# ---- rgmii_mac_tx ----
==> rgmii_mac_tx/m4.png <==
Scale bar: 20 µm. Supply wires on this layer in gray.
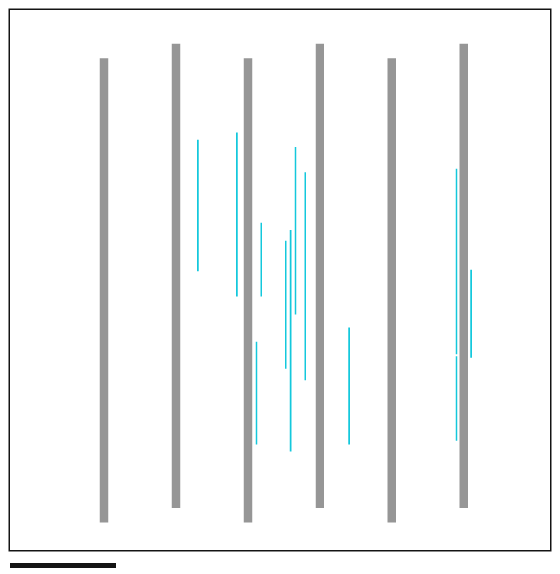

### config.mk
export PLATFORM = sky130hd
export DESIGN_NAME = rgmii_mac_tx
export DESIGN_NICKNAME = d
export VERILOG_FILES = /design/src/rtl/rgmii_mac_tx.sv
export SDC_FILE = /design/constraint.sdc
export NUM_CORES = 1
export LEC_CHECK = 0
export CORE_MARGIN = 4
export CORE_UTILIZATION = 55
export DETAILED_ROUTE_END_ITERATION = 8
export HOLD_SLACK_MARGIN = 0.12
export PLACE_DENSITY = 0.85
export SLEW_MARGIN = 40
export SYNTH_ARGS = -nofsm -noshare
export SYNTH_HDL_FRONTEND = slang
export SYNTH_SLANG_ARGS = --single-unit
### constraint.sdc
create_clock -name clk_125mhz -period 3.1 [get_ports clk_125mhz]
set_clock_uncertainty 0.1 [all_clocks]
set_input_delay 0.465 -clock clk_125mhz [delete_from_list [all_inputs] [get_ports clk_125mhz]]
set_output_delay 0.465 -clock clk_125mhz [all_outputs]
set_load 0.01 [all_outputs]
### src/rtl/rgmii_mac_tx.sv
// Ethernet MAC transmit framer: preamble, SFD, payload, optional pad, CRC-32 FCS and inter-frame gap.
// Define MAC_TX_PAD_EN to zero-pad frames shorter than MIN_FRAME_BYTES before the FCS.

module rgmii_mac_tx #(
  parameter int IFG_BYTES       = 12,
  parameter int MIN_FRAME_BYTES = 60
) (
  input  logic       clk_125mhz,
  input  logic       reset_n,
  input  logic [1:0] phy_speed_status,
  input  logic [7:0] s_axis_tdata,
  input  logic       s_axis_tvalid,
  input  logic       s_axis_tlast,
  input  logic       s_axis_tuser,
  output logic       s_axis_tready,
  output logic [7:0] tx_axis_rgmii_tdata,
  output logic       tx_axis_rgmii_tvalid,
  input  logic       tx_axis_rgmii_tready,
  output logic       tx_busy,
  output logic       tx_frame_done,
  output logic       tx_underflow
);

  localparam logic [2:0] ST_IDLE = 3'd0;
  localparam logic [2:0] ST_PRE  = 3'd1;
  localparam logic [2:0] ST_SFD  = 3'd2;
  localparam logic [2:0] ST_PAY  = 3'd3;
  localparam logic [2:0] ST_PAD  = 3'd4;
  localparam logic [2:0] ST_FCS  = 3'd5;
  localparam logic [2:0] ST_IFG  = 3'd6;
  localparam logic [2:0] ST_DROP = 3'd7;

  localparam logic [31:0] CRC_INIT = 32'hFFFF_FFFF;
  localparam logic [10:0] CNT_MAX  = 11'd2047;
  localparam logic [10:0] MIN_CNT  = 11'(MIN_FRAME_BYTES);

`ifdef MAC_TX_PAD_EN
  localparam logic PAD_EN = 1'b1;
`else
  localparam logic PAD_EN = 1'b0;
`endif

  function automatic logic [31:0] crc32_byte(input logic [31:0] crc, input logic [7:0] data);
    logic [31:0] c;
    c = crc ^ {24'h00_0000, data};
    for (int i = 0; i < 8; i++) begin
      if (c[0]) c = (c >> 1) ^ 32'hEDB8_8320;
      else      c = c >> 1;
    end
    return c;
  endfunction

  function automatic logic [10:0] ifg_clocks(input logic [1:0] speed);
    logic [10:0] n;
    case (speed)
      2'd0:    n = 11'(IFG_BYTES * 100);
      2'd1:    n = 11'(IFG_BYTES * 10);
      default: n = 11'(IFG_BYTES);
    endcase
    return n;
  endfunction

  logic [1:0]  speed_meta_r, speed_sync_r, speed_r;
  logic [2:0]  state_r;
  logic [7:0]  tdata_r;
  logic        tvalid_r;
  logic [31:0] crc_r;
  logic [10:0] byte_cnt_r;
  logic [2:0]  pre_cnt_r;
  logic [2:0]  fcs_cnt_r;
  logic [10:0] ifg_cnt_r;
  logic        tuser_r;
  logic        done_r;
  logic        underflow_r;

  logic        m_hs_s;
  logic        s_ready_s;
  logic [10:0] byte_cnt_inc_s;
  logic [31:0] crc_data_s;
  logic [31:0] fcs_word_s;
  logic [7:0]  fcs_byte_s;
  logic        pad_needed_s;
  logic [10:0] ifg_len_s;

  // Two-flop synchronizer for the asynchronous speed status.
  always_ff @(posedge clk_125mhz or negedge reset_n) begin
    if (!reset_n) begin
      speed_meta_r <= 2'd0;
      speed_sync_r <= 2'd0;
    end else begin
      speed_meta_r <= phy_speed_status;
      speed_sync_r <= speed_meta_r;
    end
  end

  // Handshake decode, FCS byte selection and user-side ready.
  always_comb begin
    m_hs_s         = tvalid_r & tx_axis_rgmii_tready;
    byte_cnt_inc_s = (byte_cnt_r == CNT_MAX) ? CNT_MAX : (byte_cnt_r + 11'd1);
    crc_data_s     = crc32_byte(crc_r, s_axis_tdata);
    fcs_word_s     = tuser_r ? crc_r : ~crc_r;
    pad_needed_s   = PAD_EN & (byte_cnt_inc_s < MIN_CNT);
    ifg_len_s      = ifg_clocks(speed_r);
    case (fcs_cnt_r[1:0])
      2'd0:    fcs_byte_s = fcs_word_s[7:0];
      2'd1:    fcs_byte_s = fcs_word_s[15:8];
      2'd2:    fcs_byte_s = fcs_word_s[23:16];
      default: fcs_byte_s = fcs_word_s[31:24];
    endcase
    case (state_r)
      ST_SFD, ST_PAY: s_ready_s = tx_axis_rgmii_tready;
      ST_DROP:        s_ready_s = 1'b1;
      default:        s_ready_s = 1'b0;
    endcase
  end

  // Framing state machine; the output byte register only reloads on a consumer handshake.
  always_ff @(posedge clk_125mhz or negedge reset_n) begin
    if (!reset_n) begin
      state_r     <= ST_IDLE;
      tdata_r     <= 8'h00;
      tvalid_r    <= 1'b0;
      crc_r       <= CRC_INIT;
      byte_cnt_r  <= 11'd0;
      pre_cnt_r   <= 3'd0;
      fcs_cnt_r   <= 3'd0;
      ifg_cnt_r   <= 11'd0;
      tuser_r     <= 1'b0;
      speed_r     <= 2'd0;
      done_r      <= 1'b0;
      underflow_r <= 1'b0;
    end else begin
      done_r      <= 1'b0;
      underflow_r <= 1'b0;
      case (state_r)
        ST_IDLE: begin
          tvalid_r <= 1'b0;
          if (s_axis_tvalid) begin
            state_r    <= ST_PRE;
            tdata_r    <= 8'h55;
            tvalid_r   <= 1'b1;
            crc_r      <= CRC_INIT;
            byte_cnt_r <= 11'd0;
            pre_cnt_r  <= 3'd1;
            fcs_cnt_r  <= 3'd0;
            speed_r    <= speed_sync_r;
          end
        end
        ST_PRE: begin
          if (m_hs_s) begin
            if (pre_cnt_r < 3'd7) begin
              tdata_r   <= 8'h55;
              pre_cnt_r <= pre_cnt_r + 3'd1;
            end else begin
              tdata_r <= 8'hD5;
              state_r <= ST_SFD;
            end
          end
        end
        ST_SFD, ST_PAY: begin
          if (m_hs_s) begin
            if (s_axis_tvalid) begin
              tdata_r    <= s_axis_tdata;
              crc_r      <= crc_data_s;
              byte_cnt_r <= byte_cnt_inc_s;
              if (s_axis_tlast) begin
                tuser_r <= s_axis_tuser;
                state_r <= pad_needed_s ? ST_PAD : ST_FCS;
              end else begin
                state_r <= ST_PAY;
              end
            end else begin
              // Starved mid-frame: truncate on the wire and discard the rest of the frame.
              tvalid_r    <= 1'b0;
              underflow_r <= 1'b1;
              state_r     <= ST_DROP;
            end
          end
        end
`ifdef MAC_TX_PAD_EN
        ST_PAD: begin
          if (m_hs_s) begin
            tdata_r    <= 8'h00;
            crc_r      <= crc32_byte(crc_r, 8'h00);
            byte_cnt_r <= byte_cnt_inc_s;
            if (byte_cnt_inc_s >= MIN_CNT) begin
              state_r <= ST_FCS;
            end
          end
        end
`endif
        ST_FCS: begin
          if (m_hs_s) begin
            if (fcs_cnt_r < 3'd4) begin
              tdata_r   <= fcs_byte_s;
              fcs_cnt_r <= fcs_cnt_r + 3'd1;
            end else begin
              tvalid_r  <= 1'b0;
              done_r    <= 1'b1;
              ifg_cnt_r <= 11'd0;
              state_r   <= ST_IFG;
            end
          end
        end
        ST_IFG: begin
          tvalid_r <= 1'b0;
          if ((ifg_cnt_r + 11'd1) >= ifg_len_s) begin
            ifg_cnt_r <= 11'd0;
            state_r   <= ST_IDLE;
          end else begin
            ifg_cnt_r <= ifg_cnt_r + 11'd1;
          end
        end
        ST_DROP: begin
          tvalid_r <= 1'b0;
          if (s_axis_tvalid && s_axis_tlast) begin
            ifg_cnt_r <= 11'd0;
            state_r   <= ST_IFG;
          end
        end
        default: begin
          tvalid_r <= 1'b0;
          state_r  <= ST_IDLE;
        end
      endcase
    end
  end

  assign s_axis_tready        = s_ready_s;
  assign tx_axis_rgmii_tdata  = tdata_r;
  assign tx_axis_rgmii_tvalid = tvalid_r;
  assign tx_busy              = (state_r != ST_IDLE);
  assign tx_frame_done        = done_r;
  assign tx_underflow         = underflow_r;

endmodule

# ---- fc_layer_engine_flat ----
`config.mk`:
```
export PLATFORM = sky130hd
export DESIGN_NAME = fc_layer_engine_flat
export DESIGN_NICKNAME = d
export VERILOG_FILES = /design/src/rtl/fc_layer_engine_if.sv /design/src/rtl/fc_layer_engine.sv /design/src/flat_wrapper.sv
export SDC_FILE = /design/constraint.sdc
export NUM_CORES = 1
export LEC_CHECK = 0
export CORE_MARGIN = 4
export CORE_UTILIZATION = 40
export CTS_CLUSTER_DIAMETER = 200
export DETAILED_ROUTE_END_ITERATION = 8
export MAX_ROUTING_LAYER = met4
export PLACE_DENSITY_LB_ADDON = 0.3
export SYNTH_ARGS = -nofsm -noshare
export SYNTH_HDL_FRONTEND = slang
export SYNTH_SLANG_ARGS = --single-unit
```
`constraint.sdc`:
```
create_clock -name clk -period 9.3 [get_ports clk]
set_input_delay 1.86 -clock clk [delete_from_list [all_inputs] [get_ports clk]]
set_output_delay 1.86 -clock clk [all_outputs]
set_load 0.1 [all_outputs]
```
`src/rtl/fc_layer_engine_if.sv`:
```
// Bundle of the layer-control conduit (ready/done/state) and the two
// on-chip-memory master ports used by one fully connected layer engine.
interface fc_layer_engine_if #(
  parameter int W_AW = 17,
  parameter int A_AW = 11
) ();
  logic            ready;
  logic            done;
  logic [3:0]      state;
  logic [W_AW-1:0] w_address;
  logic            w_chipselect;
  logic            w_clken;
  logic            w_write;
  logic [7:0]      w_writedata;
  logic [7:0]      w_readdata;
  logic [A_AW-1:0] a_address;
  logic            a_chipselect;
  logic            a_clken;
  logic            a_write;
  logic [7:0]      a_writedata;
  logic [7:0]      a_readdata;

  // Engine side: drives the memory ports and the done/state conduit.
  modport master (
    input  ready,
    output done, state,
    output w_address, w_chipselect, w_clken, w_write, w_writedata,
    input  w_readdata,
    output a_address, a_chipselect, a_clken, a_write, a_writedata,
    input  a_readdata
  );

  // System side: HPS control plus the two memories.
  modport slave (
    output ready,
    input  done, state,
    input  w_address, w_chipselect, w_clken, w_write, w_writedata,
    output w_readdata,
    input  a_address, a_chipselect, a_clken, a_write, a_writedata,
    output a_readdata
  );
endinterface

```
`src/rtl/fc_layer_engine.sv`:
```
// Fully connected layer engine. On a ready request it walks every output
// neuron: loads the bias, runs one multiply-accumulate per cycle over all
// inputs, then shifts, applies ReLU, saturates to 8 bits and writes the
// result back to activation memory. Raises done once the layer finishes.
module fc_layer_engine #(
  parameter int N_IN       = 784,
  parameter int N_OUT      = 100,
  parameter int W_AW       = 17,
  parameter int A_AW       = 11,
  parameter int W_BASE     = 0,
  parameter int IN_BASE    = 0,
  parameter int OUT_BASE   = 1024,
  parameter int SHIFT      = 8,
  parameter int BIAS_SHIFT = 8
) (
  input logic               clk,
  input logic               reset_n,
  fc_layer_engine_if.master bus
);

  localparam int IW = $clog2(N_IN + 1);
  localparam int JW = $clog2(N_OUT + 1);

  localparam logic [IW-1:0]   I_LAST    = IW'(N_IN - 1);
  localparam logic [JW-1:0]   J_LAST    = JW'(N_OUT - 1);
  localparam logic [W_AW-1:0] W_START   = W_AW'(W_BASE);
  // Biases sit right after the last weight row.
  localparam logic [W_AW-1:0] BIAS_BASE = W_AW'(W_BASE + N_OUT * N_IN);
  localparam logic [A_AW-1:0] IN_START  = A_AW'(IN_BASE);
  localparam logic [A_AW-1:0] OUT_START = A_AW'(OUT_BASE);

  typedef enum logic [3:0] {
    S_IDLE  = 4'd0,
    S_BIAS  = 4'd1,
    S_MAC   = 4'd2,
    S_DRAIN = 4'd3,
    S_WRITE = 4'd4,
    S_DONE  = 4'd5
  } state_t;

  // Bias is sign-extended to accumulator width and pre-scaled.
  function automatic logic signed [31:0] bias_init(input logic [7:0] b);
    logic signed [31:0] ext;
    ext = 32'(signed'(b));
    return ext <<< BIAS_SHIFT;
  endfunction

  // Signed weight times unsigned activation (zero-extended to 9 bits).
  function automatic logic signed [31:0] mac_term(input logic [7:0] w,
                                                  input logic [7:0] a);
    logic signed [16:0] ws;
    logic signed [16:0] as;
    logic signed [16:0] p;
    ws = 17'(signed'(w));
    as = 17'(signed'({1'b0, a}));
    p  = ws * as;
    return 32'(p);
  endfunction

  // Floor shift, ReLU and clamp to the 8-bit activation range.
  function automatic logic [7:0] relu_sat(input logic signed [31:0] acc);
    logic signed [31:0] r;
    r = acc >>> SHIFT;
    if (r < 32'sd0) begin
      return 8'd0;
    end else if (r > 32'sd255) begin
      return 8'd255;
    end else begin
      return r[7:0];
    end
  endfunction

  state_t             state_q, state_d;
  logic [JW-1:0]      j_q, j_d;
  logic [IW-1:0]      i_q, i_d;
  logic [W_AW-1:0]    wcnt_q, wcnt_d;
  logic signed [31:0] acc_q, acc_d;
  logic signed [31:0] term_s;
  logic               done_q, done_d;
  logic               w_cs_q, w_cs_d;
  logic               a_cs_q, a_cs_d;
  logic               a_wr_q, a_wr_d;
  logic [W_AW-1:0]    w_addr_q, w_addr_d;
  logic [A_AW-1:0]    a_addr_q, a_addr_d;
  logic [7:0]         a_wdata_q, a_wdata_d;

  assign term_s = mac_term(bus.w_readdata, bus.a_readdata);

  // Next-state and next-output logic; outputs are computed for the state
  // being entered so that every port comes straight from a flop.
  always_comb begin
    state_d   = state_q;
    j_d       = j_q;
    i_d       = i_q;
    wcnt_d    = wcnt_q;
    acc_d     = acc_q;
    done_d    = 1'b0;
    w_cs_d    = 1'b0;
    a_cs_d    = 1'b0;
    a_wr_d    = 1'b0;
    w_addr_d  = w_addr_q;
    a_addr_d  = a_addr_q;
    a_wdata_d = a_wdata_q;

    case (state_q)
      S_IDLE: begin
        if (bus.ready) begin
          j_d      = '0;
          wcnt_d   = W_START;
          w_cs_d   = 1'b1;
          w_addr_d = BIAS_BASE;
          state_d  = S_BIAS;
        end else begin
          state_d  = S_IDLE;
        end
      end

      S_BIAS: begin
        // Issue weight (j,0) and input 0 for the first MAC cycle.
        i_d      = '0;
        w_cs_d   = 1'b1;
        a_cs_d   = 1'b1;
        w_addr_d = wcnt_q;
        wcnt_d   = wcnt_q + W_AW'(1);
        a_addr_d = IN_START;
        state_d  = S_MAC;
      end

      S_MAC: begin
        // Data arriving now belongs to the previous issue (bias when i=0).
        if (i_q == '0) begin
          acc_d = bias_init(bus.w_readdata);
        end else begin
          acc_d = acc_q + term_s;
        end
        if (i_q == I_LAST) begin
          state_d = S_DRAIN;
        end else begin
          i_d      = i_q + IW'(1);
          w_cs_d   = 1'b1;
          a_cs_d   = 1'b1;
          w_addr_d = wcnt_q;
          wcnt_d   = wcnt_q + W_AW'(1);
          a_addr_d = IN_START + A_AW'(i_q + IW'(1));
          state_d  = S_MAC;
        end
      end

      S_DRAIN: begin
        // Fold in the last product and prepare the write beat.
        acc_d     = acc_q + term_s;
        a_cs_d    = 1'b1;
        a_wr_d    = 1'b1;
        a_addr_d  = OUT_START + A_AW'(j_q);
        a_wdata_d = relu_sat(acc_d);
        state_d   = S_WRITE;
      end

      S_WRITE: begin
        if (j_q == J_LAST) begin
          done_d  = 1'b1;
          state_d = S_DONE;
        end else begin
          j_d      = j_q + JW'(1);
          w_cs_d   = 1'b1;
          w_addr_d = BIAS_BASE + W_AW'(j_q + JW'(1));
          state_d  = S_BIAS;
        end
      end

      S_DONE: begin
        // Holding here while ready stays high gives one job per request.
        if (bus.ready) begin
          done_d  = 1'b1;
          state_d = S_DONE;
        end else begin
          done_d  = 1'b0;
          state_d = S_IDLE;
        end
      end

      default: begin
        state_d = S_IDLE;
      end
    endcase
  end

  // FSM state register.
  always_ff @(posedge clk or negedge reset_n) begin
    if (!reset_n) begin
      state_q <= S_IDLE;
    end else begin
      state_q <= state_d;
    end
  end

  // Datapath counters, accumulator and registered port outputs.
  always_ff @(posedge clk or negedge reset_n) begin
    if (!reset_n) begin
      j_q       <= '0;
      i_q       <= '0;
      wcnt_q    <= '0;
      acc_q     <= 32'sd0;
      done_q    <= 1'b0;
      w_cs_q    <= 1'b0;
      a_cs_q    <= 1'b0;
      a_wr_q    <= 1'b0;
      w_addr_q  <= '0;
      a_addr_q  <= '0;
      a_wdata_q <= 8'd0;
    end else begin
      j_q       <= j_d;
      i_q       <= i_d;
      wcnt_q    <= wcnt_d;
      acc_q     <= acc_d;
      done_q    <= done_d;
      w_cs_q    <= w_cs_d;
      a_cs_q    <= a_cs_d;
      a_wr_q    <= a_wr_d;
      w_addr_q  <= w_addr_d;
      a_addr_q  <= a_addr_d;
      a_wdata_q <= a_wdata_d;
    end
  end

  assign bus.state        = state_q;
  assign bus.done         = done_q;
  assign bus.w_address    = w_addr_q;
  assign bus.w_chipselect = w_cs_q;
  assign bus.w_clken      = 1'b1;
  assign bus.w_write      = 1'b0;
  assign bus.w_writedata  = 8'd0;
  assign bus.a_address    = a_addr_q;
  assign bus.a_chipselect = a_cs_q;
  assign bus.a_clken      = 1'b1;
  assign bus.a_write      = a_wr_q;
  assign bus.a_writedata  = a_wdata_q;

endmodule

```
`src/flat_wrapper.sv`:
```
// flat-port wrapper written by rule: the top's interface ports become plain ports
module fc_layer_engine_flat 
#(
  parameter int N_IN       = 784,
  parameter int N_OUT      = 100,
  parameter int W_AW       = 17,
  parameter int A_AW       = 11,
  parameter int W_BASE     = 0,
  parameter int IN_BASE    = 0,
  parameter int OUT_BASE   = 1024,
  parameter int SHIFT      = 8,
  parameter int BIAS_SHIFT = 8
)
  (clk, reset_n, bus_ready, bus_done, bus_state, bus_w_address, bus_w_chipselect, bus_w_clken, bus_w_write, bus_w_writedata, bus_w_readdata, bus_a_address, bus_a_chipselect, bus_a_clken, bus_a_write, bus_a_writedata, bus_a_readdata);
  fc_layer_engine_if #(.W_AW(W_AW), .A_AW(A_AW)) bus_i ();
  input logic clk;
  input logic reset_n;
  input wire logic [$bits(bus_i.ready)-1:0] bus_ready;
  output wire logic [$bits(bus_i.done)-1:0] bus_done;
  output wire logic [$bits(bus_i.state)-1:0] bus_state;
  output wire logic [$bits(bus_i.w_address)-1:0] bus_w_address;
  output wire logic [$bits(bus_i.w_chipselect)-1:0] bus_w_chipselect;
  output wire logic [$bits(bus_i.w_clken)-1:0] bus_w_clken;
  output wire logic [$bits(bus_i.w_write)-1:0] bus_w_write;
  output wire logic [$bits(bus_i.w_writedata)-1:0] bus_w_writedata;
  input wire logic [$bits(bus_i.w_readdata)-1:0] bus_w_readdata;
  output wire logic [$bits(bus_i.a_address)-1:0] bus_a_address;
  output wire logic [$bits(bus_i.a_chipselect)-1:0] bus_a_chipselect;
  output wire logic [$bits(bus_i.a_clken)-1:0] bus_a_clken;
  output wire logic [$bits(bus_i.a_write)-1:0] bus_a_write;
  output wire logic [$bits(bus_i.a_writedata)-1:0] bus_a_writedata;
  input wire logic [$bits(bus_i.a_readdata)-1:0] bus_a_readdata;
  assign bus_i.ready = bus_ready;
  assign bus_done = bus_i.done;
  assign bus_state = bus_i.state;
  assign bus_w_address = bus_i.w_address;
  assign bus_w_chipselect = bus_i.w_chipselect;
  assign bus_w_clken = bus_i.w_clken;
  assign bus_w_write = bus_i.w_write;
  assign bus_w_writedata = bus_i.w_writedata;
  assign bus_i.w_readdata = bus_w_readdata;
  assign bus_a_address = bus_i.a_address;
  assign bus_a_chipselect = bus_i.a_chipselect;
  assign bus_a_clken = bus_i.a_clken;
  assign bus_a_write = bus_i.a_write;
  assign bus_a_writedata = bus_i.a_writedata;
  assign bus_i.a_readdata = bus_a_readdata;
  fc_layer_engine #(.N_IN(N_IN), .N_OUT(N_OUT), .W_AW(W_AW), .A_AW(A_AW), .W_BASE(W_BASE), .IN_BASE(IN_BASE), .OUT_BASE(OUT_BASE), .SHIFT(SHIFT), .BIAS_SHIFT(BIAS_SHIFT)) u_core (.clk(clk), .reset_n(reset_n), .bus(bus_i));
endmodule
```
==> rgmii_mac_tx/m3.png <==
Cells faint in the background.
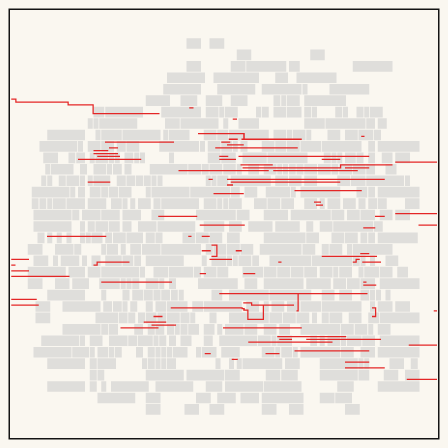
60 nets have wire on it. The layer holds 6.9% of the routed length. The longest straight run is 37.3 µm. The wires run mostly horizontal.

About rgmii_mac_tx/m4.png:
10 nets have wire on it. The wires run mostly vertical.
routed vias: 3,808
routed wire length: 11,100 µm

==> results.cfg, rgmii_mac_tx <==
; implementation run metrics
[die]
num_tap_cells = 105
ios = 29
die_h_um = 102
die-area_mm2 = 0.0104

[cells_and_area]
logic_gate_count = 365
signal_buffers = 41
antenna_cells = 0
seqCellArea_mm2 = 0.00179
inv_count = 28
largest_reg_flops = 32
dominant-cell-class = multi-input combinational cells
lay_top_cells = xnor2_1 (51), nor2_1 (42), dfrtp_1 (38)

[synth]
synth_top_area_share_pct = 19.6
synthArstFlopShare_pct = 100
postSynthSeqShare_pct = 37.0
topCombFamilyByArea = XOR/XNOR gates
compound_area_share_pct = 17.2
syn_area_mm2 = 0.00484
synthAdderAreaFrac_pct = 3.36
xor_share_pct = 21.8

[timing]
final_critical_path_setup_slack_ps = 149

[worst_setup_path]
crit_path_cell_trace = ha_2 > nand3_1 > nor2_4 > nand3_1 > xor2_2 > inv_1 > ha_1 > and4bb_2 > o211ai_1 > a211oi_2 > a211oi_1 > mux2_2
path_max_fanout = 5
cp_common_cell = nand3_1

[clock_tree]
h-tree-depth = 3
cts_hold_buffers = 1
clk_pin_slew_worst_paths_ps = 70
cts_sinks = 70
cts_inserted_buffers = 9

[global_routing]
grt_max_degree = 35
top_usage_layer = met2
use_met2_pct = 38.2
use_met1_pct = 28.7

[placed_design]
gp_congestion = 0.856

[route]
vias_per_cell = 6.09
wire_per_inst_um = 17.7
firstDrtPassIters = 5

[outcome]
status = completed
## rgmii_mac_tx: how the worst max path moves through the flow
stage	cells past startpoint	endpoint	slack [ps]	startpoint
detailed placement	12	ifg_cnt_r[7]	70	ifg_cnt_r[0]
finish	12	state_r[0]	150	ifg_cnt_r[0]
global route	12	state_r[0]	-3	ifg_cnt_r[0]
floorplan	12	state_r[0]	230	ifg_cnt_r[0]
CTS	12	ifg_cnt_r[1]	60	ifg_cnt_r[0]
global placement	12	state_r[0]	240	ifg_cnt_r[0]
## rgmii_mac_tx: critical path, delay by kind of cell, from the launching register on
family | cells | cell delay (ps)
xor gates and xnor gates | 1 | 180
adders and majority gates | 2 | 410
buffers and inverters | 1 | 70
and+or+nand+nor | 4 | 790
muxes | 1 | 290
AOI/OAI and AO/OA | 3 | 610
DFF | 1 | 400
==> fc_layer_engine_flat/m3.png <==
Cells faint in the background.
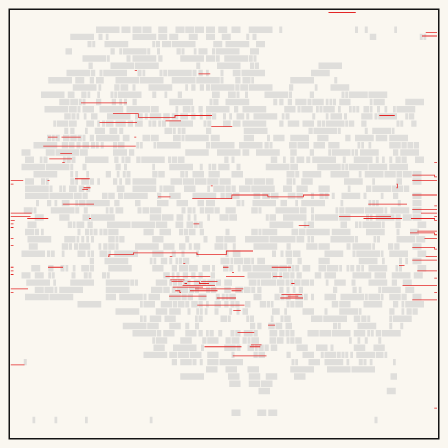
The wires run mostly horizontal. The longest straight run is 34.5 µm. The layer holds 3.4% of the routed length. The layer carries 765 µm of wire. 90 nets have wire on it.
met3 Usage GRT: 2.25%
routed wire length: 22,600 µm
routed vias: 7,506

==> results.cfg, fc_layer_engine_flat <==
; implementation run metrics
[timing]
fmax_mhz = 127
final-max-slew-violation-count = 0
final_critical_path_setup_slack_ps = 1400
maxSlewHeadroom_pct = 31.4
post-route-period-util_pct = 85.0

[placed_design]
port_buffers = 61
dp_cells = 1390
dp.final_hpwl_um = 17100

[cells_and_area]
drive_gt1_share_pct = 3.66
top_register = u_core.acc_q
utilization_pct = 46.0
area_growth_pct = 12.1
fill_cells = 2243

[clock_tree]
cts_hold_buffers = 0
cts_tree = done
cts_sinks = 109
cts_inserted_buffers = 9
clk_pin_slew_worst_paths_ps = 80
cts_setup_buffers = 0

[outcome]
status = completed

[global_routing]
antenna_found_initial = 0
grt_pass1_wl_um = 38200
globalRouteTotalUtil_pct = 18.2

[synth]
synth_chip_area_mm2 = 0.00937
synthArstFlopShare_pct = 100
compound_area_share_pct = 15.3

[die]
core_mm2 = 0.0228
die_w_um = 161
die_h_um = 161

[worst_setup_path]
path_max_fanout = 19
worstSetupPathDepth = 19

[job]
warning_count = 27
[fc_layer_engine_flat: layout make-up]
type | instances | area [µm²] | share of cell area, %
multi-input combinational | 814 | 6100 | 58.0
sequential | 109 | 2730 | 26.0
timing repair buffer | 68 | 661 | 6.29
tap | 313 | 392 | 3.73
inverter | 86 | 323 | 3.07
clock buffer | 9 | 225 | 2.14
clock inverter | 7 | 83.8 | 0.798
[fc_layer_engine_flat: routing by layer]
metal / global-route usage [%] / vias up / wire length (µm)
li1: - / 3656 / -
met1: 25.3 / 3666 / 11000
met2: 28.9 / 161 / 10600
met3: 2.25 / 23 / 765
met4: 3.84 / 0 / 262
met5: - / - / 0
[fc_layer_engine_flat: placed cells by master, fill, tap and decap left out, types with 13 or more instances in the layout]
cell type        count
a211oi_1            18
a21o_1              13
a21oi_1             68
and2_1              30
clkdlybuf4s50_1     60
dfrtp_1            109
fa_1                51
ha_1               113
inv_1               85
nand2_1            114
nand3_1             25
nand4_1             14
nor2_1             105
nor3_1              20
o21ai_0             67
xnor2_1             26
xor2_1              22

# ---- fetch_decode_buffer ----
==> fetch_decode_buffer/m1.png <==
Scale bar: 20 µm. Supply wires on this layer in gray.
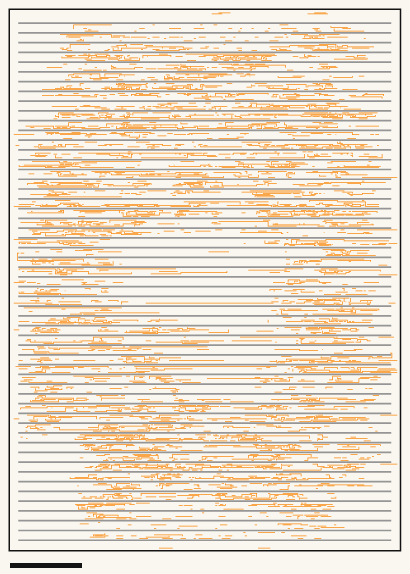
===== src/rtl/fetch_decode_buffer.sv =====
// fetch_decode_buffer: two-entry skid buffer that registers {pc, instruction} from fetch and presents them to decode.
module fetch_decode_buffer #(
  parameter int XLEN = 32,
  parameter logic [XLEN-1:0] NOP_INSTR = 32'h00000013,
  parameter int PERF_WIDTH = 16
) (
  input  logic                  clock,
  input  logic                  reset,
  input  logic                  flush,
  input  logic                  in_valid,
  output logic                  in_ready,
  input  logic [XLEN-1:0]       in_pc,
  input  logic [XLEN-1:0]       in_instruction,
  output logic                  out_valid,
  input  logic                  out_ready,
  output logic [XLEN-1:0]       out_pc,
  output logic [XLEN-1:0]       out_pc_plus4,
  output logic [XLEN-1:0]       out_instruction,
  output logic [PERF_WIDTH-1:0] stall_cycles
);
  localparam logic [1:0] EMPTY = 2'd0, ONE = 2'd1, FULL = 2'd2;
  logic [1:0] state;
  logic [XLEN-1:0] head_pc, head_instruction, skid_pc, skid_instruction;
  logic push, pop;
  assign in_ready = state != FULL;
  assign out_valid = state != EMPTY;
  assign push = in_valid & in_ready;
  assign pop = out_valid & out_ready;
  assign out_pc = head_pc;
  assign out_pc_plus4 = head_pc + XLEN'(4);
  assign out_instruction = out_valid ? head_instruction : NOP_INSTR;
  always_ff @(posedge clock) begin
    if (!reset) begin
      state <= EMPTY;
      head_pc <= '0;
      head_instruction <= NOP_INSTR;
      skid_pc <= '0;
      skid_instruction <= NOP_INSTR;
      stall_cycles <= '0;
    end else begin
      if (out_valid && !out_ready && !(&stall_cycles)) stall_cycles <= stall_cycles + 1'b1;
      if (flush) state <= EMPTY;
      else if (state == FULL) begin
        if (pop) begin
          state <= ONE;
          head_pc <= skid_pc;
          head_instruction <= skid_instruction;
        end
      end else if (push) begin
        // an empty buffer, or a head leaving this cycle, lets the new word become head directly
        if (state == EMPTY || pop) begin
          state <= ONE;
          head_pc <= in_pc;
          head_instruction <= in_instruction;
        end else begin
          state <= FULL;
          skid_pc <= in_pc;
          skid_instruction <= in_instruction;
        end
      end else if (pop) state <= EMPTY;
    end
  end
endmodule

===== config.mk =====
export PLATFORM = sky130hd
export DESIGN_NAME = fetch_decode_buffer
export DESIGN_NICKNAME = d
export VERILOG_FILES = /design/src/rtl/fetch_decode_buffer.sv
export SDC_FILE = /design/constraint.sdc
export NUM_CORES = 1
export LEC_CHECK = 0
export CORE_ASPECT_RATIO = 1.4
export CORE_MARGIN = 2
export CORE_UTILIZATION = 45
export CTS_CLUSTER_DIAMETER = 40
export DETAILED_ROUTE_END_ITERATION = 6
export HOLD_SLACK_MARGIN = 0.08
export PLACE_DENSITY = 0.82
export SYNTH_ARGS = -nofsm -noshare
export SYNTH_HDL_FRONTEND = slang
export SYNTH_SLANG_ARGS = --single-unit

===== constraint.sdc =====
create_clock -name clock -period 2.2 [get_ports clock]
set_input_delay 0.33 -clock clock [delete_from_list [all_inputs] [get_ports clock]]
set_output_delay 0.33 -clock clock [all_outputs]
set_load 0.03 [all_outputs]

==> results.cfg <==
; implementation run metrics
[outcome]
status = finished with violations
violations = setup timing

[timing]
worst_pin_slew_ps = 700
rsz0062_at_grt = yes
setup_viol = 19
final_critical_path_setup_slack_ps = -298

[worst_setup_path]
critPathMaxStageDelay_ps = 370
rr_startpoint = stall_cycles[0]
slowest_stage = dfxtp_4
path_max_fanout = 3

[synth]
synthArstFlopShare_pct = 0
top_area_cell = dfxtp_1
ys_types = 41
synth-edff-count = 0

[route]
wl_met3_um = 717
met1Wirelength_um = 7950
remaining_drc_errors = 0

[cells_and_area]
comb_area_mm2 = 0.00396
stdcell_area_mm2 = 0.0102

[power]
finalPower_mw = 7.14
p_leak_nw = 4.41
comb_cell_power_mw = 1.17

[die]
row_count = 53
ios = 183

[global_routing]
grt_pass1_vias = 6293

[clock_tree]
cts_buffer_depth = 2
h-tree-depth = 4
## Picture notes: fetch_decode_buffer/m1.png
The layer carries 7,950 µm of wire. The longest straight run is 39.6 µm. The wires run mostly horizontal. The layer holds 40% of the routed length. 969 nets have wire on it.

-- routing by layer --
metal / vias up / GRT usage, %
li1: 3297 / -
met1: 3206 / 27.3
met2: 200 / 42.3
met3: 51 / 3.98
met4: 0 / 11.4
met5: - / 0
-- area by class of cell --
cell class | instances | area share (%)
diodes | 1 | 0.0245
clock inverters | 13 | 2.04
clock buffers | 18 | 4.20
well taps | 192 | 2.35
multi-input cells | 582 | 38.7
inverters | 10 | 0.404
repair buffers | 244 | 23.4
flip-flops and latches | 146 | 28.8
-- cell families after synthesis --
group,share of synthesized area [%]
AND-OR/OR-AND,20.2
XOR/XNOR,3.68
adder cells (fa/ha/maj),0.362
buffers and inverters,5.00
flip-flops,42.3
multiplexers,9.43
AND/OR/NAND/NOR,19.0
-- what timing repair did --
action,CTS,global route
endpoints found under the setup margin,39,36
cloned,0,0
buffers inserted,12,4
resized,62,45
pin swaps,15,11
-- worst max-delay path: cells and delay by family, from the launching register on --
family	cells	cell delay [ps]
buffers and inverters	3	580
AND/OR/NAND/NOR	3	540
flip-flops	1	370
XOR/XNOR	1	250


==> gallery <==
Routing congestion.
Plate I
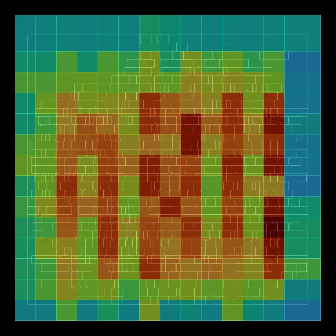
Plate II
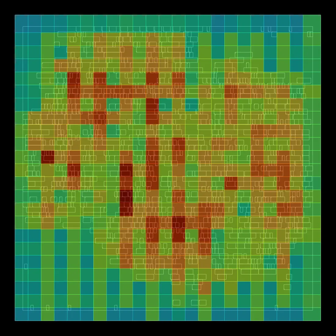
Plate III
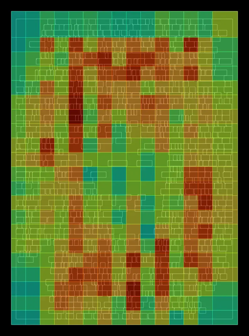
- rgmii_mac_tx = Plate I
- fc_layer_engine_flat = Plate II
- fetch_decode_buffer = Plate III
The one with the lowest track usage is Plate II.
The one with the lowest utilization is Plate II.

Power and IR drop assume default switching activity.
